=== design 1 ===
[config.mk]
export PLATFORM = sky130hd
export DESIGN_NAME = l15_msg_arbiter
export DESIGN_NICKNAME = d
export VERILOG_FILES = /design/src/rtl/l15_msg_arbiter_pkg.sv /design/src/rtl/l15_msg_arbiter_rr_pick.sv /design/src/rtl/l15_msg_arbiter.sv
export SDC_FILE = /design/constraint.sdc
export NUM_CORES = 1
export LEC_CHECK = 0
export CORE_AREA = 2 2 132 134
export DETAILED_ROUTE_END_ITERATION = 12
export DIE_AREA = 0 0 134 136
export DONT_BUFFER_PORTS = 1
export PLACE_DENSITY = 0.48
export REMOVE_ABC_BUFFERS = 1
export SYNTH_ARGS = -nofsm -noshare
export SYNTH_HDL_FRONTEND = slang
export SYNTH_SLANG_ARGS = --single-unit
[constraint.sdc]
create_clock -name clk -period 3.02 [get_ports clk]
set_input_delay 0.604 -clock clk [delete_from_list [all_inputs] [get_ports clk]]
set_output_delay 0.604 -clock clk [all_outputs]
set_load 0.01 [all_outputs]
[src/rtl/l15_msg_arbiter_pkg.sv]
// Shared widths, the empty message type and the output slot state encoding
// for the L1.5 -> L2 message arbiter.
package l15_msg_arbiter_pkg;

    localparam int unsigned MSG_WIDTH  = 8;
    localparam int unsigned DATA_WIDTH = 64;
    localparam int unsigned TAG_WIDTH  = 8;
    localparam int unsigned OWNER_BITS = 4;

    localparam logic [MSG_WIDTH-1:0] MSG_TYPE_EMPTY = '0;

    typedef enum logic {
        SLOT_EMPTY,
        SLOT_FULL
    } slot_state_t;

endpackage

[src/rtl/l15_msg_arbiter_rr_pick.sv]
// Round-robin priority picker: returns the first set request at or after
// ptr, wrapping modulo N (N must be a power of two).
module rr_pick #(
    parameter int unsigned N = 2,
    parameter int unsigned W = $clog2(N)
) (
    input  logic [N-1:0] req,
    input  logic [W-1:0] ptr,
    output logic [W-1:0] grant,
    output logic         any
);

    logic [W-1:0] idx;

    // Scan from ptr upward; W-bit addition provides the modulo-N wrap.
    always_comb begin
        grant = '0;
        any   = 1'b0;
        idx   = '0;
        for (int unsigned k = 0; k < N; k++) begin
            idx = ptr + W'(k);
            if (!any && req[idx]) begin
                grant = idx;
                any   = 1'b1;
            end
        end
    end

endmodule

[src/rtl/l15_msg_arbiter.sv]
// Registered valid/ready arbiter sharing one L2-bound message channel among
// NUM_REQ L1.5 requesters and one memory-response source. Memory wins unless
// it has already taken MAX_MEM_BURST grants in a row while a core waits.
module l15_msg_arbiter
    import l15_msg_arbiter_pkg::*;
#(
    parameter int unsigned NUM_REQ       = 2,
    parameter int unsigned MSG_W         = MSG_WIDTH,
    parameter int unsigned DATA_W        = DATA_WIDTH,
    parameter int unsigned TAG_W         = TAG_WIDTH,
    parameter int unsigned SRC_W         = OWNER_BITS,
    parameter int unsigned MAX_MEM_BURST = 4
) (
    input  logic                      clk,
    input  logic                      rst,
    input  logic [NUM_REQ-1:0]        req_valid,
    input  logic [NUM_REQ*MSG_W-1:0]  req_type,
    input  logic [NUM_REQ*DATA_W-1:0] req_data,
    input  logic [NUM_REQ*TAG_W-1:0]  req_tag,
    output logic [NUM_REQ-1:0]        req_ready,
    input  logic                      mem_valid,
    input  logic [MSG_W-1:0]          mem_type,
    input  logic [DATA_W-1:0]         mem_data,
    input  logic [TAG_W-1:0]          mem_tag,
    output logic                      mem_ready,
    output logic                      out_valid,
    output logic [MSG_W-1:0]          out_type,
    output logic [DATA_W-1:0]         out_data,
    output logic [TAG_W-1:0]          out_tag,
    output logic [SRC_W-1:0]          out_source,
    output logic                      out_from_mem,
    input  logic                      out_ready
);

    localparam int unsigned PTR_W = $clog2(NUM_REQ);
    localparam int unsigned STK_W = $clog2(MAX_MEM_BURST + 1);
    localparam logic [STK_W-1:0] MAX_STK = STK_W'(MAX_MEM_BURST);

    slot_state_t      state;
    logic [PTR_W-1:0] rr_ptr;
    logic [STK_W-1:0] mem_streak;

    logic [PTR_W-1:0] core_idx;
    logic             core_any;
    logic             any_core;
    logic             mem_pick;
    logic             accept_en;
    logic             core_grant;
    logic             mem_grant;
    logic [MSG_W-1:0]  sel_type;
    logic [DATA_W-1:0] sel_data;
    logic [TAG_W-1:0]  sel_tag;
    logic [SRC_W-1:0]  sel_source;

    rr_pick #(.N(NUM_REQ), .W(PTR_W)) u_rr_pick (
        .req   (req_valid),
        .ptr   (rr_ptr),
        .grant (core_idx),
        .any   (core_any)
    );

    // Grant decision; rst masks every ready so nothing is accepted in reset.
    always_comb begin
        any_core   = |req_valid;
        mem_pick   = mem_valid & (!any_core | (mem_streak < MAX_STK));
        accept_en  = (state == SLOT_EMPTY) | (out_ready & out_valid);
        mem_grant  = !rst & accept_en & mem_pick;
        core_grant = !rst & accept_en & !mem_pick & core_any;
        mem_ready  = mem_grant;
        req_ready  = '0;
        if (core_grant) req_ready[core_idx] = 1'b1;
    end

    // Payload of whichever source wins this cycle.
    always_comb begin
        if (mem_pick) begin
            sel_type   = mem_type;
            sel_data   = mem_data;
            sel_tag    = mem_tag;
            sel_source = '0;
        end else begin
            sel_type   = req_type[core_idx*MSG_W +: MSG_W];
            sel_data   = req_data[core_idx*DATA_W +: DATA_W];
            sel_tag    = req_tag[core_idx*TAG_W +: TAG_W];
            sel_source = SRC_W'(core_idx);
        end
    end

    // Output slot FSM: load on grant, drain on out_ready, hold under backpressure.
    always_ff @(posedge clk) begin
        if (rst) begin
            state        <= SLOT_EMPTY;
            out_valid    <= 1'b0;
            out_type     <= MSG_TYPE_EMPTY;
            out_data     <= '0;
            out_tag      <= '0;
            out_source   <= '0;
            out_from_mem <= 1'b0;
        end else if (mem_grant || core_grant) begin
            state        <= SLOT_FULL;
            out_valid    <= 1'b1;
            out_type     <= sel_type;
            out_data     <= sel_data;
            out_tag      <= sel_tag;
            out_source   <= sel_source;
            out_from_mem <= mem_grant;
        end else if (state == SLOT_FULL && out_ready) begin
            state        <= SLOT_EMPTY;
            out_valid    <= 1'b0;
            out_type     <= MSG_TYPE_EMPTY;
            out_data     <= '0;
            out_tag      <= '0;
            out_source   <= '0;
            out_from_mem <= 1'b0;
        end
    end

    // Fairness state: round-robin pointer and bounded memory streak.
    always_ff @(posedge clk) begin
        if (rst) begin
            rr_ptr     <= '0;
            mem_streak <= '0;
        end else begin
            if (core_grant) rr_ptr <= core_idx + 1'b1;
            if (!any_core || core_grant)
                mem_streak <= '0;
            else if (mem_grant && mem_streak != MAX_STK)
                mem_streak <= mem_streak + 1'b1;
        end
    end

endmodule

=== design 2 ===
$ cat src/rtl/ps_pkg.sv
// Shared types and widths for the program-sequencer loop controller.
// Address/count widths and the default stack depth live here so stack and controller agree.
package ps_pkg;

  localparam int ADDR_W       = 16;
  localparam int CNT_W        = 16;
  localparam int LP_DEPTH_DEF = 4;

  typedef struct packed {
    logic [ADDR_W-1:0] start_add;
    logic [ADDR_W-1:0] end_add;
    logic [CNT_W-1:0]  cnt;
  } lp_entry_t;

  function automatic int dpth_w(input int depth);
    return $clog2(depth) + 1;
  endfunction

endpackage

$ cat src/rtl/ps_loop_ctrl_if.sv
// Sequencer <-> loop controller signal bundle.
// slave = loop controller side, master = sequencer/decoder side.
interface ps_loop_ctrl_if
  import ps_pkg::*;
#(
  parameter int LP_DEPTH = LP_DEPTH_DEF
);

  logic                        lp_stall;
  logic                        lp_flush;
  logic                        lp_push;
  logic                        lp_pop;
  logic [ADDR_W-1:0]           lp_strt_add;
  logic [ADDR_W-1:0]           lp_end_add;
  logic [CNT_W-1:0]            lp_cnt_in;
  logic [ADDR_W-1:0]           fch_add;
  logic                        lp_jmp;
  logic [ADDR_W-1:0]           lp_jmp_add;
  logic [CNT_W-1:0]            lp_cnt_cur;
  logic                        lp_empty;
  logic                        lp_full;
  logic                        lp_ovf;
  logic [dpth_w(LP_DEPTH)-1:0] lp_dpth;

  modport slave (
    input  lp_stall, lp_flush, lp_push, lp_pop,
    input  lp_strt_add, lp_end_add, lp_cnt_in, fch_add,
    output lp_jmp, lp_jmp_add, lp_cnt_cur,
    output lp_empty, lp_full, lp_ovf, lp_dpth
  );

  modport master (
    output lp_stall, lp_flush, lp_push, lp_pop,
    output lp_strt_add, lp_end_add, lp_cnt_in, fch_add,
    input  lp_jmp, lp_jmp_add, lp_cnt_cur,
    input  lp_empty, lp_full, lp_ovf, lp_dpth
  );

endinterface

$ cat src/rtl/lp_stack.sv
// LIFO of loop entries: clear, pop, top-count rewrite and push, applied in that order.
// Callers must not pop when empty nor push when the post-pop depth is full.
module lp_stack
  import ps_pkg::*;
#(
  parameter int LP_DEPTH = LP_DEPTH_DEF,
  localparam int PW = $clog2(LP_DEPTH),
  localparam int DW = PW + 1
) (
  input  logic             clk,
  input  logic             rst,
  input  logic             clr_i,
  input  logic             pop_i,
  input  logic             dec_i,
  input  logic [CNT_W-1:0] dec_cnt_i,
  input  logic             push_i,
  input  lp_entry_t        push_ent_i,
  output lp_entry_t        top_o,
  output logic [DW-1:0]    depth_o,
  output logic             full_o,
  output logic             empty_o
);

  lp_entry_t     mem_q [LP_DEPTH];
  logic [DW-1:0] depth_q;
  logic [DW-1:0] depth_d;
  logic [DW-1:0] base;
  logic [PW-1:0] top_idx;
  logic [PW-1:0] push_idx;

  // base is the depth after clear/pop; a same-cycle push lands right there
  assign base     = clr_i ? '0 : (depth_q - DW'(pop_i));
  assign depth_d  = base + DW'(push_i);
  assign top_idx  = PW'(depth_q - DW'(1));
  assign push_idx = PW'(base);

  assign empty_o = (depth_q == '0);
  assign full_o  = (depth_q == DW'(LP_DEPTH));
  assign depth_o = depth_q;
  assign top_o   = empty_o ? '0 : mem_q[top_idx];

  always_ff @(posedge clk) begin
    if (rst) begin
      depth_q <= '0;
      for (int i = 0; i < LP_DEPTH; i++) begin
        mem_q[i] <= '0;
      end
    end else begin
      depth_q <= depth_d;
      if (dec_i && !clr_i && !pop_i) begin
        mem_q[top_idx].cnt <= dec_cnt_i;
      end
      if (push_i) begin
        mem_q[push_idx] <= push_ent_i;
      end
    end
  end

endmodule

$ cat src/rtl/ps_loop_ctrl.sv
// Zero-overhead loop controller: end-address compare, redirect, count and stack priority.
// Optional LP_ZERO_SKIP_EN: a DO with count 0 skips the body instead of running 2^CNT_W times.
module ps_loop_ctrl
  import ps_pkg::*;
#(
  parameter int LP_DEPTH = LP_DEPTH_DEF,
  localparam int DW = $clog2(LP_DEPTH) + 1
) (
  input  logic         clk,
  input  logic         rst,
  ps_loop_ctrl_if.slave lp
);

  lp_entry_t     top_ent;
  lp_entry_t     push_ent;
  logic [DW-1:0] depth;
  logic [DW-1:0] depth_after;
  logic          empty;
  logic          full;
  logic          term;
  logic          last;
  logic          do_pop;
  logic          term_pop;
  logic          term_dec;
  logic          jmp_term;
  logic          skip_req;
  logic          skip_jmp;
  logic          push_req;
  logic          push_ok;
  logic          ovf_q;
  logic          ovf_d;

  assign term = !lp.lp_stall && !empty && (lp.fch_add == top_ent.end_add);
  assign last = (top_ent.cnt == CNT_W'(1));

  // flush > explicit pop > termination; push is applied on top of the result
  assign do_pop   = !lp.lp_flush && lp.lp_pop && !empty;
  assign term_pop = !lp.lp_flush && !lp.lp_pop && term && last;
  assign term_dec = !lp.lp_flush && !lp.lp_pop && term && !last;
  assign jmp_term = term_dec;

`ifdef LP_ZERO_SKIP_EN
  assign skip_req = lp.lp_push && (lp.lp_cnt_in == '0);
  assign skip_jmp = skip_req && !lp.lp_flush;
`else
  assign skip_req = 1'b0;
  assign skip_jmp = 1'b0;
`endif

  assign depth_after = lp.lp_flush ? '0 : (depth - DW'(do_pop || term_pop));
  assign push_req    = lp.lp_push && !skip_req;
  assign push_ok     = push_req && (depth_after != DW'(LP_DEPTH));
  assign ovf_d       = ovf_q || (push_req && !push_ok);

  assign push_ent.start_add = lp.lp_strt_add;
  assign push_ent.end_add   = lp.lp_end_add;
  assign push_ent.cnt       = lp.lp_cnt_in;

  lp_stack #(
    .LP_DEPTH (LP_DEPTH)
  ) u_stack (
    .clk        (clk),
    .rst        (rst),
    .clr_i      (lp.lp_flush),
    .pop_i      (do_pop || term_pop),
    .dec_i      (term_dec),
    .dec_cnt_i  (top_ent.cnt - CNT_W'(1)),
    .push_i     (push_ok),
    .push_ent_i (push_ent),
    .top_o      (top_ent),
    .depth_o    (depth),
    .full_o     (full),
    .empty_o    (empty)
  );

  always_ff @(posedge clk) begin
    if (rst) begin
      ovf_q <= 1'b0;
    end else begin
      ovf_q <= ovf_d;
    end
  end

  // a term redirect takes precedence over a zero-count skip in the same cycle
  assign lp.lp_jmp     = jmp_term || skip_jmp;
  assign lp.lp_jmp_add = jmp_term ? top_ent.start_add :
                         skip_jmp ? (lp.lp_end_add + ADDR_W'(1)) : '0;
  assign lp.lp_cnt_cur = top_ent.cnt;
  assign lp.lp_empty   = empty;
  assign lp.lp_full    = full;
  assign lp.lp_ovf     = ovf_q;
  assign lp.lp_dpth    = depth;

endmodule

$ cat src/flat_wrapper.sv
// flat-port wrapper written by rule: the top's interface ports become plain ports
module ps_loop_ctrl_flat import ps_pkg::*;
#(
  parameter int LP_DEPTH = LP_DEPTH_DEF,
  localparam int DW = $clog2(LP_DEPTH) + 1
)
  (clk, rst, lp_lp_stall, lp_lp_flush, lp_lp_push, lp_lp_pop, lp_lp_strt_add, lp_lp_end_add, lp_lp_cnt_in, lp_fch_add, lp_lp_jmp, lp_lp_jmp_add, lp_lp_cnt_cur, lp_lp_empty, lp_lp_full, lp_lp_ovf, lp_lp_dpth);
  ps_loop_ctrl_if #(.LP_DEPTH(LP_DEPTH)) lp_i ();
  input  logic clk;
  input  logic rst;
  input wire logic [$bits(lp_i.lp_stall)-1:0] lp_lp_stall;
  input wire logic [$bits(lp_i.lp_flush)-1:0] lp_lp_flush;
  input wire logic [$bits(lp_i.lp_push)-1:0] lp_lp_push;
  input wire logic [$bits(lp_i.lp_pop)-1:0] lp_lp_pop;
  input wire logic [$bits(lp_i.lp_strt_add)-1:0] lp_lp_strt_add;
  input wire logic [$bits(lp_i.lp_end_add)-1:0] lp_lp_end_add;
  input wire logic [$bits(lp_i.lp_cnt_in)-1:0] lp_lp_cnt_in;
  input wire logic [$bits(lp_i.fch_add)-1:0] lp_fch_add;
  output wire logic [$bits(lp_i.lp_jmp)-1:0] lp_lp_jmp;
  output wire logic [$bits(lp_i.lp_jmp_add)-1:0] lp_lp_jmp_add;
  output wire logic [$bits(lp_i.lp_cnt_cur)-1:0] lp_lp_cnt_cur;
  output wire logic [$bits(lp_i.lp_empty)-1:0] lp_lp_empty;
  output wire logic [$bits(lp_i.lp_full)-1:0] lp_lp_full;
  output wire logic [$bits(lp_i.lp_ovf)-1:0] lp_lp_ovf;
  output wire logic [$bits(lp_i.lp_dpth)-1:0] lp_lp_dpth;
  assign lp_i.lp_stall = lp_lp_stall;
  assign lp_i.lp_flush = lp_lp_flush;
  assign lp_i.lp_push = lp_lp_push;
  assign lp_i.lp_pop = lp_lp_pop;
  assign lp_i.lp_strt_add = lp_lp_strt_add;
  assign lp_i.lp_end_add = lp_lp_end_add;
  assign lp_i.lp_cnt_in = lp_lp_cnt_in;
  assign lp_i.fch_add = lp_fch_add;
  assign lp_lp_jmp = lp_i.lp_jmp;
  assign lp_lp_jmp_add = lp_i.lp_jmp_add;
  assign lp_lp_cnt_cur = lp_i.lp_cnt_cur;
  assign lp_lp_empty = lp_i.lp_empty;
  assign lp_lp_full = lp_i.lp_full;
  assign lp_lp_ovf = lp_i.lp_ovf;
  assign lp_lp_dpth = lp_i.lp_dpth;
  ps_loop_ctrl #(.LP_DEPTH(LP_DEPTH)) u_core (.clk(clk), .rst(rst), .lp(lp_i));
endmodule
$ cat config.mk
export PLATFORM = sky130hd
export DESIGN_NAME = ps_loop_ctrl_flat
export DESIGN_NICKNAME = d
export VERILOG_FILES = /design/src/rtl/ps_pkg.sv /design/src/rtl/ps_loop_ctrl_if.sv /design/src/rtl/lp_stack.sv /design/src/rtl/ps_loop_ctrl.sv /design/src/flat_wrapper.sv
export SDC_FILE = /design/constraint.sdc
export NUM_CORES = 1
export LEC_CHECK = 0
export ABC_AREA = 1
export CORE_ASPECT_RATIO = 2
export CORE_UTILIZATION = 55
export DETAILED_ROUTE_END_ITERATION = 10
export HOLD_SLACK_MARGIN = 0.05
export PLACE_DENSITY = 0.79
export REMOVE_ABC_BUFFERS = 1
export SLEW_MARGIN = 0
export SYNTH_ARGS = -nofsm -noshare
export SYNTH_HDL_FRONTEND = slang
export SYNTH_SLANG_ARGS = --single-unit
$ cat constraint.sdc
create_clock -name clk -period 17.8 [get_ports clk]
set_input_delay 2.67 -clock clk [delete_from_list [all_inputs] [get_ports clk]]
set_output_delay 2.67 -clock clk [all_outputs]
set_load 0.02 [all_outputs]
=== design 3 ===
<file path="src/rtl/hazard_ctrl_pkg.sv">
// ============================================================================
// Module      : hazard_ctrl_pkg
// Description : Shared types and constants for the RV32 hazard controller.
// Revision    : 1.0 - initial release
// ============================================================================
`default_nettype none

package hazard_ctrl_pkg;

   typedef enum logic [0:0] {
      MEM_IDLE = 1'b0,
      MEM_WAIT = 1'b1
   } mem_state_t;

   localparam logic [1:0] FWD_RF = 2'b00;
   localparam logic [1:0] FWD_W  = 2'b01;
   localparam logic [1:0] FWD_M  = 2'b10;

   localparam logic [1:0] RESULTSRC_LOAD = 2'b01;

endpackage

`default_nettype wire

</file>
<file path="src/rtl/hazard_ctrl.sv">
// ============================================================================
// Module      : hazard_ctrl
// Description : Forwarding, load-use/branch stall+flush and data-memory wait
//               sequencing for the 5-stage RV32 pipeline.
// Revision    : 1.0 - initial release
// ============================================================================
`default_nettype none

module hazard_ctrl
   import hazard_ctrl_pkg::*;
#(
   parameter int REG_ADDR_W = 5,
   parameter int TIMEOUT    = 16,
   parameter int CNT_W      = 32
) (
   input  logic                  clk,
   input  logic                  rst_n,
   input  logic [REG_ADDR_W-1:0] Rs1D,
   input  logic [REG_ADDR_W-1:0] Rs2D,
   input  logic [REG_ADDR_W-1:0] Rs1E,
   input  logic [REG_ADDR_W-1:0] Rs2E,
   input  logic [REG_ADDR_W-1:0] RdE,
   input  logic [REG_ADDR_W-1:0] RdM,
   input  logic [REG_ADDR_W-1:0] RdW,
   input  logic [1:0]            ResultSrcE,
   input  logic                  RegWriteM,
   input  logic                  RegWriteW,
   input  logic                  PCSrcE,
   input  logic                  MemReqM,
   input  logic                  MemReadyM,
   output logic [1:0]            ForwardAE,
   output logic [1:0]            ForwardBE,
   output logic                  StallF,
   output logic                  StallD,
   output logic                  StallE,
   output logic                  StallM,
   output logic                  FlushD,
   output logic                  FlushE,
   output logic                  FlushW,
   output logic                  MemErr,
   output logic [CNT_W-1:0]      StallCount
);

   localparam int c_WCNT_W = $clog2(TIMEOUT);
   localparam logic [c_WCNT_W-1:0] c_WCNT_LAST = c_WCNT_W'(TIMEOUT - 1);
   localparam logic [c_WCNT_W-1:0] c_WCNT_ONE  = c_WCNT_W'(1);

   mem_state_t            r_state;
   logic [c_WCNT_W-1:0]   r_wait_cnt;
   logic                  r_mem_err;
   logic [CNT_W-1:0]      r_stall_count;

   logic w_lw_stall;
   logic w_mem_stall;
   logic w_abort;

   function automatic logic [1:0] fwd_sel(
      input logic [REG_ADDR_W-1:0] rs,
      input logic [REG_ADDR_W-1:0] rd_m,
      input logic                  wr_m,
      input logic [REG_ADDR_W-1:0] rd_w,
      input logic                  wr_w
   );
      if (wr_m && (rd_m != '0) && (rd_m == rs))
         return FWD_M;
      else if (wr_w && (rd_w != '0) && (rd_w == rs))
         return FWD_W;
      else
         return FWD_RF;
   endfunction

   assign ForwardAE = fwd_sel(Rs1E, RdM, RegWriteM, RdW, RegWriteW);
   assign ForwardBE = fwd_sel(Rs2E, RdM, RegWriteM, RdW, RegWriteW);

   assign w_lw_stall = (ResultSrcE == RESULTSRC_LOAD) && (RdE != '0) &&
                       ((RdE == Rs1D) || (RdE == Rs2D));

   // rst_n gating keeps a held MemReqM from stalling while reset is asserted
   always_comb begin
      w_mem_stall = 1'b0;
      w_abort     = 1'b0;
      if (rst_n) begin
         case (r_state)
            MEM_IDLE: w_mem_stall = MemReqM && !MemReadyM;
            MEM_WAIT: begin
               if (!MemReadyM) begin
                  if (r_wait_cnt == c_WCNT_LAST)
                     w_abort = 1'b1;
                  else
                     w_mem_stall = 1'b1;
               end
            end
            default: begin
               w_mem_stall = 1'b0;
               w_abort     = 1'b0;
            end
         endcase
      end
   end

   always_ff @(posedge clk or negedge rst_n) begin
      if (!rst_n) begin
         r_state    <= MEM_IDLE;
         r_wait_cnt <= '0;
         r_mem_err  <= 1'b0;
      end else begin
         case (r_state)
            MEM_IDLE: begin
               if (MemReqM && !MemReadyM) begin
                  r_state    <= MEM_WAIT;
                  r_wait_cnt <= c_WCNT_ONE;
               end
            end
            MEM_WAIT: begin
               if (MemReadyM) begin
                  r_state    <= MEM_IDLE;
                  r_wait_cnt <= '0;
               end else if (r_wait_cnt == c_WCNT_LAST) begin
                  r_state    <= MEM_IDLE;
                  r_wait_cnt <= '0;
                  r_mem_err  <= 1'b1;
               end else begin
                  r_wait_cnt <= r_wait_cnt + c_WCNT_ONE;
               end
            end
            default: begin
               r_state    <= MEM_IDLE;
               r_wait_cnt <= '0;
            end
         endcase
      end
   end

   // A memory freeze overrides and defers any branch or load-use action
   assign StallF = w_mem_stall | w_lw_stall;
   assign StallD = w_mem_stall | w_lw_stall;
   assign StallE = w_mem_stall;
   assign StallM = w_mem_stall;
   assign FlushD = !w_mem_stall & PCSrcE;
   assign FlushE = !w_mem_stall & (w_lw_stall | PCSrcE);
   assign FlushW = w_mem_stall | w_abort;

   always_ff @(posedge clk or negedge rst_n) begin
      if (!rst_n)
         r_stall_count <= '0;
      else if (StallF && (r_stall_count != '1))
         r_stall_count <= r_stall_count + CNT_W'(1);
   end

   assign MemErr     = r_mem_err;
   assign StallCount = r_stall_count;

endmodule

`default_nettype wire
</file>
<file path="config.mk">
export PLATFORM = sky130hd
export DESIGN_NAME = hazard_ctrl
export DESIGN_NICKNAME = d
export VERILOG_FILES = /design/src/rtl/hazard_ctrl_pkg.sv /design/src/rtl/hazard_ctrl.sv
export SDC_FILE = /design/constraint.sdc
export NUM_CORES = 1
export LEC_CHECK = 0
export CAP_MARGIN = 20
export CORE_MARGIN = 10
export CORE_UTILIZATION = 40
export DETAILED_ROUTE_END_ITERATION = 8
export PLACE_DENSITY_LB_ADDON = 0.1
export SLEW_MARGIN = 15
export SYNTH_ARGS = -nofsm -noshare
export SYNTH_HDL_FRONTEND = slang
export SYNTH_SLANG_ARGS = --single-unit
</file>
<file path="constraint.sdc">
create_clock -name clk -period 6.7 [get_ports clk]
set_input_delay 2.01 -clock clk [delete_from_list [all_inputs] [get_ports clk]]
set_output_delay 2.01 -clock clk [all_outputs]
set_load 0.05 [all_outputs]
</file>
=== design 4 ===
**config.mk**
```make
export PLATFORM = sky130hd
export DESIGN_NAME = if_sequencer
export DESIGN_NICKNAME = d
export VERILOG_FILES = /design/src/rtl/if_sequencer.sv
export SDC_FILE = /design/constraint.sdc
export NUM_CORES = 1
export LEC_CHECK = 0
export CAP_MARGIN = 30
export CORE_MARGIN = 3
export CORE_UTILIZATION = 30
export CTS_CLUSTER_SIZE = 10
export DETAILED_ROUTE_END_ITERATION = 12
export PLACE_DENSITY = 0.61
export SYNTH_ARGS = -nofsm -noshare
export SYNTH_HDL_FRONTEND = slang
export SYNTH_SLANG_ARGS = --single-unit
```
**constraint.sdc**
```tcl
create_clock -name clk_i -period 3.95 [get_ports clk_i]
set_clock_uncertainty 0.1 [all_clocks]
set_input_delay 0.79 -clock clk_i [delete_from_list [all_inputs] [get_ports clk_i]]
set_output_delay 0.79 -clock clk_i [all_outputs]
set_load 0.005 [all_outputs]
```
**src/rtl/if_sequencer.sv**
```systemverilog
// if_sequencer: fetch-side controller that owns the program counter.
// It selects the next PC with priority reset, then register branch, then
// PC-relative branch, then PC+4. It runs a req/ack handshake with a
// variable-latency instruction memory and hands each fetched word to
// decode with a valid/stall handshake.
// Optional build macro IF_SEQ_ALIGN_CHECK_EN: when defined, a redirect to a
// target that is not word aligned sets the sticky misalign flag and halts.
// When it is not defined, the low two target bits are cleared and the
// redirect proceeds.
module if_sequencer #(
  parameter logic [63:0] RESET_PC = 64'd0,
  parameter int unsigned MAX_WAIT = 15
) (
  input  logic        clk_i,
  input  logic        reset_i,
  input  logic        stall_i,
  input  logic        br_taken_i,
  input  logic [63:0] br_target_i,
  input  logic        br_reg_i,
  input  logic [63:0] br_reg_target_i,
  output logic        imem_req_o,
  output logic [63:0] imem_addr_o,
  input  logic        imem_ack_i,
  input  logic [31:0] imem_rdata_i,
  output logic        if_valid_o,
  output logic [31:0] if_instr_o,
  output logic [63:0] if_pc_o,
  output logic [63:0] if_pc_plus4_o,
  output logic        fault_o,
  output logic        misalign_o
);

  typedef enum logic [1:0] {
    S_FETCH,
    S_DELIVER,
    S_DRAIN,
    S_HALT
  } state_e;

  localparam logic [7:0] MAX_WAIT_C = 8'(MAX_WAIT);

  state_e      state_q, state_d;
  logic [63:0] pc_q, pc_d;
  logic [63:0] tgt_q, tgt_d;
  logic [31:0] instr_q, instr_d;
  logic [63:0] ifPc_q, ifPc_d;
  logic [63:0] ifPcPlus4_q, ifPcPlus4_d;
  logic [7:0]  wait_q, wait_d;
  logic        fault_q, fault_d;
  logic        misalign_q, misalign_d;

  logic        redirect;
  logic [63:0] rawTarget;
  logic [63:0] redirTarget;
  logic        badAlign;
  logic [7:0]  waitInc;
  logic        timeout;

  // Resolve the redirect request: the register branch wins over the
  // PC-relative branch when both pulse together.
  always_comb begin
    redirect  = br_reg_i | br_taken_i;
    rawTarget = br_reg_i ? br_reg_target_i : br_target_i;
`ifdef IF_SEQ_ALIGN_CHECK_EN
    redirTarget = rawTarget;
    badAlign    = redirect && (rawTarget[1:0] != 2'b00);
`else
    redirTarget = rawTarget & ~64'h3;
    badAlign    = 1'b0;
`endif
    waitInc = wait_q + 8'd1;
    timeout = (waitInc == MAX_WAIT_C);
  end

  // Next-state, datapath updates and handshake outputs for the fetch FSM.
  always_comb begin
    state_d     = state_q;
    pc_d        = pc_q;
    tgt_d       = tgt_q;
    instr_d     = instr_q;
    ifPc_d      = ifPc_q;
    ifPcPlus4_d = ifPcPlus4_q;
    wait_d      = wait_q;
    fault_d     = fault_q;
    misalign_d  = misalign_q;
    imem_req_o  = 1'b0;
    if_valid_o  = 1'b0;
    case (state_q)
      S_FETCH: begin
        imem_req_o = 1'b1;
        if (badAlign) begin
          misalign_d = 1'b1;
          state_d    = S_HALT;
        end else if (redirect) begin
          wait_d = 8'd0;
          if (imem_ack_i) begin
            pc_d    = redirTarget;
            state_d = S_FETCH;
          end else begin
            tgt_d   = redirTarget;
            state_d = S_DRAIN;
          end
        end else if (imem_ack_i) begin
          instr_d     = imem_rdata_i;
          ifPc_d      = pc_q;
          ifPcPlus4_d = pc_q + 64'd4;
          wait_d      = 8'd0;
          state_d     = S_DELIVER;
        end else begin
          wait_d = waitInc;
          if (timeout) begin
            fault_d = 1'b1;
            state_d = S_HALT;
          end
        end
      end
      S_DELIVER: begin
        if_valid_o = 1'b1;
        if (badAlign) begin
          misalign_d = 1'b1;
          state_d    = S_HALT;
        end else if (redirect) begin
          pc_d    = redirTarget;
          wait_d  = 8'd0;
          state_d = S_FETCH;
        end else if (!stall_i) begin
          pc_d    = pc_q + 64'd4;
          wait_d  = 8'd0;
          state_d = S_FETCH;
        end
      end
      S_DRAIN: begin
        imem_req_o = 1'b1;
        if (badAlign) begin
          misalign_d = 1'b1;
          state_d    = S_HALT;
        end else if (imem_ack_i) begin
          pc_d    = redirect ? redirTarget : tgt_q;
          wait_d  = 8'd0;
          state_d = S_FETCH;
        end else begin
          if (redirect) begin
            tgt_d = redirTarget;
          end
          wait_d = waitInc;
          if (timeout) begin
            fault_d = 1'b1;
            state_d = S_HALT;
          end
        end
      end
      S_HALT: begin
        state_d = S_HALT;
      end
      default: begin
        state_d = S_FETCH;
      end
    endcase
  end

  // State and datapath registers with synchronous reset to the reset vector.
  always_ff @(posedge clk_i) begin
    if (reset_i) begin
      state_q     <= S_FETCH;
      pc_q        <= RESET_PC;
      tgt_q       <= RESET_PC;
      instr_q     <= 32'd0;
      ifPc_q      <= 64'd0;
      ifPcPlus4_q <= 64'd0;
      wait_q      <= 8'd0;
      fault_q     <= 1'b0;
      misalign_q  <= 1'b0;
    end else begin
      state_q     <= state_d;
      pc_q        <= pc_d;
      tgt_q       <= tgt_d;
      instr_q     <= instr_d;
      ifPc_q      <= ifPc_d;
      ifPcPlus4_q <= ifPcPlus4_d;
      wait_q      <= wait_d;
      fault_q     <= fault_d;
      misalign_q  <= misalign_d;
    end
  end

  assign imem_addr_o   = pc_q;
  assign if_instr_o    = instr_q;
  assign if_pc_o       = ifPc_q;
  assign if_pc_plus4_o = ifPcPlus4_q;
  assign fault_o       = fault_q;
  assign misalign_o    = misalign_q;

endmodule
```
### Placement density heat map, design 3

The bar under the picture is 20 um long. The die is cut into 10 by 10 equal tiles; white is low, dark blue is high, 0 to 100% covered.
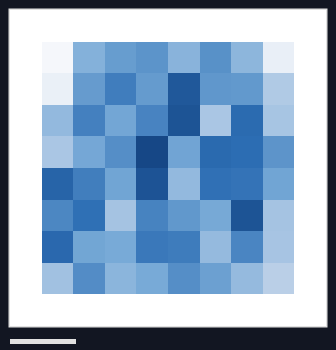
nearly empty tiles: 36%
emptiest ninth of the die: upper left
tiles over 75% full: 10%
FP Core Util: 0.411
Final Util: 0.600

==> flow_metrics.env, design 3 <==
# physical design summary
export IMPL_status="finished clean"
export IMPL_rows=27
export IMPL_r2r_start="StallCount[0]$_DFFE_PN0P_"
export IMPL_fmax_ghz=0.163
export IMPL_h_tree_depth=2
export IMPL_clock_sinks=38
export IMPL_ys_cells=231
export IMPL_fin_crit_sh=0.914
export IMPL_synth_mux_area_fraction=0.00442
export IMPL_simple_gate_share=0.232
export IMPL_largestClassByArea="multi-input combinational cells"
export IMPL_maxCapViolCount=0
export IMPL_openroad_warnings=26
export IMPL_overflow=0
export IMPL_hold_end="MemErr$_DFFE_PN0P_"
export IMPL_logic_area_um2=1250
export IMPL_top_power_group="registers"
export IMPL_inverters_excl_clock=10
export IMPL_sw_frac_of_total=0.334
export IMPL_grt_pass1_wl_mm=9.58
export IMPL_worstHoldPathCells=1
export IMPL_vias_per_cell=4.94
export IMPL_synth_edff_count=0
export IMPL_grt_use_total=0.130
export IMPL_aoi_share=0.0624
export IMPL_synthCells=231
export IMPL_synth_seq_share=0.420
export IMPL_mostFrequentLayoutCells="clkdlybuf4s50_1, dfrtp_1, xor2_1, xnor2_1, nand2_1"
export IMPL_n_all_buffers=88
design 3: layer usage:
metal | GRT usage | routed length, um | up-vias
met1 | 0.154 | 2410 | 905
met2 | 0.215 | 2810 | 56
met4 | 0.0374 | 73 | 0
li1 | - | - | 978
met3 | 0.0495 | 449 | 6
met5 | 0 | 0 | -
design 3: cells in the mapped netlist (all sizes together) (2+ instances only):
library cell	instances	area, um2
and4	2	17.5
and3	2	12.5
xnor2	24	210
nor3	14	85.1
a21oi	3	15.0
nand4	8	56.3
o21ai	7	57.6
nand2	19	73.8
nor2	17	63.8
and2	2	12.5
or3	2	12.5
buf	4	31.3
nor4	7	58.8
xor2	38	333
ha	2	25.0
nand3	14	70.1
nor2b	2	12.5
or4	5	37.5
a22o	3	26.3
inv	10	37.5
dfrtp	38	951
design 3: critical path, cell delays in order:
cell and delay (ns):
clkdlybuf4s50_1 0.46, or4_1 0.55, o21ai_2 0.19, nor2_1 0.07, nor2_1 0.09, nor2_1 0.04, clkdlybuf4s50_1 0.70
design 3: state kept, by name, indices dropped and copies added (netlist names):
name and count:
MemErr 1, StallCount 32, r_state 1, r_wait_cnt 4
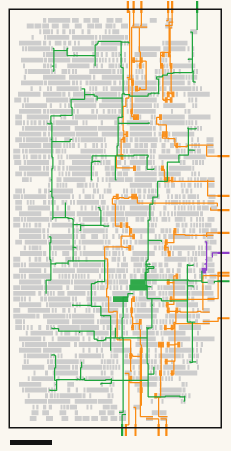
*I/O nets highlighted, design 2*
The bar under the picture is 20 um long.
legend:
  purple:
    port: lp_lp_empty
    bits: 1
    direction: output
    end_cells: 1
    buffers: 1
    wire: 22.4 um
  orange:
    port: lp_lp_cnt_in
    bits: 16
    direction: input
    end_cells: 64
    buffers: 16
    wire: 1060 um
  green:
    port: lp_lp_dpth
    bits: 3
    direction: output
    end_cells: 3
    buffers: 4
    wire: 1170 um

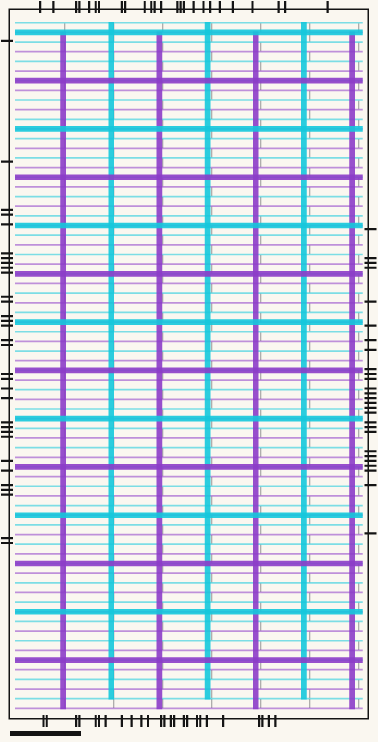
*Floorplan with the power grid, design 2*
The bar under the picture is 20 um long. Pins as bars on the die edge. Tap cells in grey.
legend:
  purple:
    net: VSS
  cyan:
    net: VDD
met1 rails: 72
tap cells: 255
met5 straps: 14

==> flow_metrics.env, design 2 <==
# physical design summary
export IMPL_netlist_area_um2=10700
export IMPL_rows=71
export IMPL_wire_per_inst_um=16.7
export IMPL_drtAntennaViolNets=0
export IMPL_fillCellCount=1574
export IMPL_skew_ns=0.0121
export IMPL_layout_top_cell="nand2_1"
export IMPL_nets=1476
export IMPL_antennaDiodeCount=0
export IMPL_status="finished clean"
export IMPL_fin_crit_sh=0.466
export IMPL_first_global_vias=8877
export IMPL_fin_setup_tns_ns=0
export IMPL_ys_cells=1328
export IMPL_route_detailed_drc=0
export IMPL_clock_sinks=196
export IMPL_hold_violations=0
export IMPL_crit_fanout=18
export IMPL_num_vias=9012
export IMPL_ctsHoldBuffers=0
export IMPL_synthCells=1328
export IMPL_cp_cell_sequence="clkdlybuf4s50_1 -> nor4_1 -> nand2_1 -> nor2_1 -> nand2_1 -> nor2_1 -> nand2_2 -> nor2_8 -> nand2_4 -> a21oi_1 -> clkdlybuf4s50_1"
export IMPL_grt_start_max_net_pins=97
export IMPL_cp_slowest_cell="clkdlybuf4s50_1"
export IMPL_final_cell_area_um2=12500
export IMPL_hp_class="flop to flop"
## design 2: power breakdown
| group | internal (W) | switching [W] |
|---|---|---|
| Combinational | 0.0000758 | 0.000168 |
| Clock | 0.000197 | 0.000181 |
| Sequential | 0.000534 | 0.00000817 |
| Total | 0.000807 | 0.000357 |
## design 2: layout make-up
type / instances / area, um2 / area share
tap: 255 / 319 / 0.0256
timing repair buffer: 123 / 1190 / 0.0958
sequential: 196 / 5850 / 0.469
clock buffer: 17 / 425 / 0.0341
clock inverter: 15 / 146 / 0.0117
inverter: 165 / 619 / 0.0497
multi-input combinational: 896 / 3910 / 0.314
## design 2: critical path, delay by kind of cell
kind / cells / cell delay [ns]
AOI/OAI and AO/OA: 1 / 0.22
buffers and inverters: 2 / 1.16
and+or+nand+nor: 8 / 1.57
## design 2: sequential cells by signal (all words and copies together) (netlist names)
register,flops
u_core.lp.lp_ovf,1
u_core.u_stack.mem_q,192
u_core.u_stack.depth_o,3
## design 2: metal layers
metal  share of wire  GRT usage
met1            0.34      0.317
met2            0.55      0.542
met3           0.065     0.0511
met5               0          0
met4           0.042      0.165
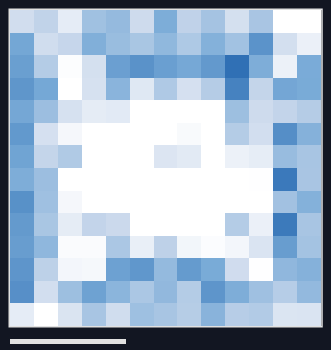
*Placement density heat map, design 1*
The bar under the picture is 50 um long. The die is cut into 13 by 14 equal tiles; white is low, dark blue is high, 0 to 100% covered.
nearly empty tiles: 23%
fullest tile: 74%
emptiest ninth of the die: centre
mean over tiles: 27%

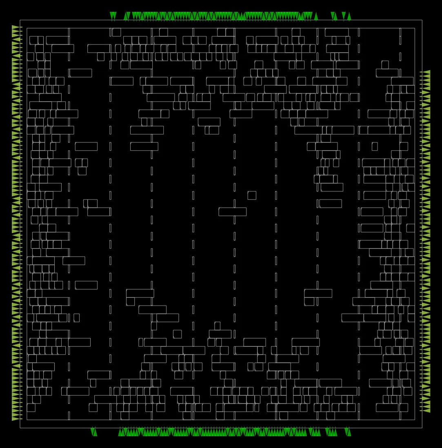
*Cell placement, design 1*
Final Util: 0.305
Cell Rows: 48
seq_cells: 87
Fillers: 1818

==> flow_metrics.env, design 1 <==
# physical design summary
export IMPL_cts_tree="done"
export IMPL_buffer_area_frac=0.0141
export IMPL_dieArea_um2=18200
export IMPL_synthXorXnorAreaFrac=0.00182
export IMPL_logic_area_um2=2750
export IMPL_regArea_um2=1740
export IMPL_switching_power_w=0.000745
export IMPL_synth_edff_count=0
export IMPL_cts_root_buf="clkbuf_16"
export IMPL_gr_usage_met1=0.168
export IMPL_initCoreUtil=0.285
export IMPL_sh_comb_area=0.534
export IMPL_synthTopCellsByCount="dfxtp_1, a21oi_1, a21boi_0, and3_1, a22oi_1"
export IMPL_status="finished clean"
export IMPL_hold_violations=0
export IMPL_die_w_um=134
design 1: worst max-delay path, cell delays in order, from the launching register on:
cell and delay [ns]:
dfxtp_1 0.38, nor2b_2 0.21, nor4_4 0.33, a21boi_0 0.29
buf_4 0.19
design 1: final timing paths:
check | from | end | slack [ns] | cells after the start
worst min register to register | mem_streak[1]$_SDFFE_PP0P_ | mem_streak[1]$_SDFFE_PP0P_ | 0.49 | 2
worst max-delay path | state$_SDFFE_PP0P_ | req_ready[0] | 0.68 | 4
worst min-delay path | rst | out_data[37]$_SDFFE_PP0P_ | 0.32 | 1
worst max register to register | state$_SDFFE_PP0P_ | out_tag[5]$_SDFFE_PP0P_ | 1.21 | 5
design 1: through the flow:
stage / area (um2) / hold slack [ns] / power, W / TNS, ns / std cells
final: 5150 / 0.320 / 0.00276 / 0 / 775
after floorplan: 4490 / 0.453 / 0.00157 / -57.63 / 526
after global placement: 4860 / 0.462 / 0.00166 / 0 / 759
after detailed placement: 4860 / 0.487 / 0.00167 / 0 / 759
after global routing: 5150 / 0.304 / 0.00290 / 0 / 775
after CTS: 5150 / 0.300 / 0.00281 / 0 / 775
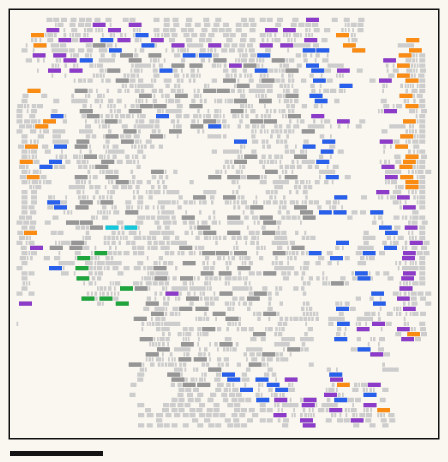
*Register map, names as in the netlist, design 4*
The bar under the picture is 50 um long.
legend:
  blue:
    netlist_name: if_pc_plus4_o
    sequential_cells: 62
    where: widely spread
  purple:
    netlist_name: if_pc_o
    sequential_cells: 64
    where: widely spread
  green:
    netlist_name: wait_q
    sequential_cells: 8
  orange:
    netlist_name: if_instr_o
    sequential_cells: 32
  cyan:
    netlist_name: state_q
    sequential_cells: 2
FF/Latch Area: 5950 um2
Seq/total area: 0.282
Final Util: 0.428

==> flow_metrics.env, design 4 <==
# physical design summary
export IMPL_top_layer="met5"
export IMPL_simple_gate_share=0.224
export IMPL_use_met2=0.351
export IMPL_cts_buffer_depth=3
export IMPL_worstSkewPairLatency_ns=0.57
export IMPL_drtAntennaViolNets=0
export IMPL_antenna_found_initial=9
export IMPL_gr_usage_met1=0.301
export IMPL_initCoreUtil=0.305
export IMPL_instances_no_fill=2952
export IMPL_seq_cells=297
export IMPL_setup_viol=0
export IMPL_cts_tree="done"
export IMPL_first_global_vias=14900
export IMPL_hp_class="flop to flop"
export IMPL_critPathArrivalTime_ns=3.62
export IMPL_fp_nets=2084
export IMPL_power_density_nw_per_um2=401
export IMPL_status="finished clean"
export IMPL_wire_per_inst_um=20.8
export IMPL_die_w_um=230
export IMPL_area_growth_pct=40.3
export IMPL_cp_cell_sequence="nand4_4 -> or4_1 -> nor4_4 -> nor3b_2 -> o21ai_0 -> a221o_1"
export IMPL_cts_root_buf="clkbuf_16"
export IMPL_adder_share=0.00583
export IMPL_ys_cells=1911
==> design 4: worst paths after layout <==
| path | cells after the start | end | from |
|---|---|---|---|
| worst min register to register | 2 | if_instr_o[30]$_SDFFE_PP0P_ | if_instr_o[30]$_SDFFE_PP0P_ |
| worst min-delay path | 2 | if_instr_o[30]$_SDFFE_PP0P_ | if_instr_o[30]$_SDFFE_PP0P_ |
| worst max register to register | 6 | imem_addr_o[61]$_SDFFE_PP0P_ | imem_addr_o[6]$_SDFFE_PP0P_ |
| worst max-delay path | 6 | imem_addr_o[61]$_SDFFE_PP0P_ | imem_addr_o[6]$_SDFFE_PP0P_ |
==> design 4: state kept, by name (all words and copies together) (netlist names) <==
register       flops
if_pc_plus4_o     62
imem_addr_o       64
fault_o            1
wait_q             8
tgt_q             64
if_pc_o           64
state_q            2
if_instr_o        32
==> design 4: power by group <==
group	switching (W)	internal, W	leakage [nW]
Sequential	0.000197	0.00319	2.43
Combinational	0.000831	0.000754	4.39
Clock	0.00138	0.00209	0.609
Total	0.00241	0.00604	7.43
==> design 4: metrics by stage <==
step,util,cell area (um2)
after floorplan,-,15000
after global placement,0.403,19800
after detailed placement,0.403,19800
after CTS,0.428,21100
after global routing,0.428,21100
final,0.428,21100


==> notes/layouts.md <==
Pictures saved along the way, in no particular order.

Register map, names as in the netlist.
Plate I
The bar under the picture is 50 um long.
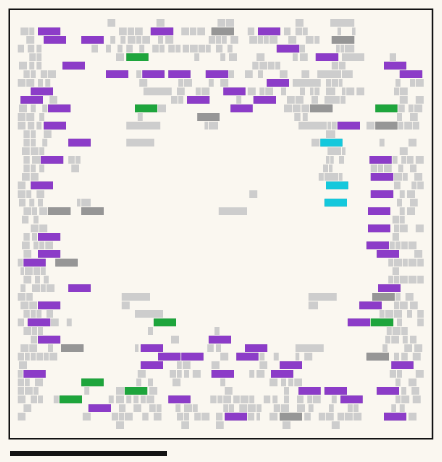
Plate II
The bar under the picture is 20 um long.
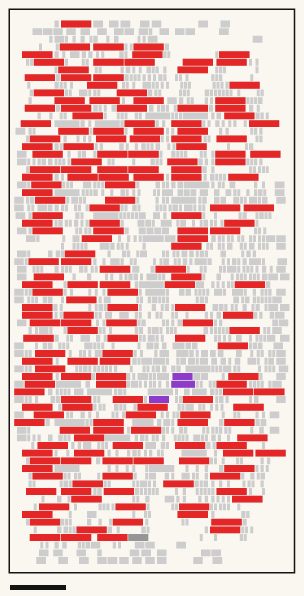
Plate III
The bar under the picture is 20 um long.
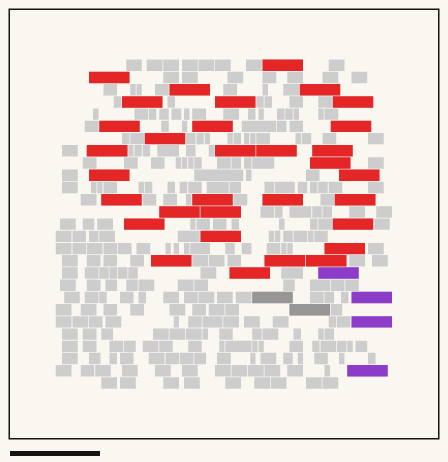
Plate III: design 3
Plate I: design 1
Plate II: design 2
- fewest cells: Plate III


==> gallery <==
I/O nets highlighted.
panel A
The bar under the picture is 50 um long.
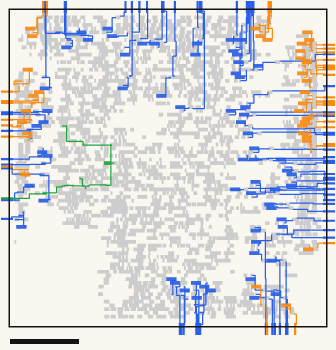
panel B
The bar under the picture is 20 um long.
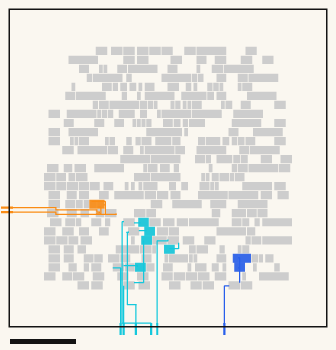
panel C
The bar under the picture is 50 um long.
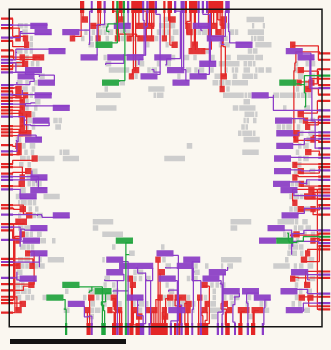
Of these, largest die: panel A
design 3 -> panel B
design 1 -> panel C
design 4 -> panel A

Power is estimated from default activity; no workload was simulated.
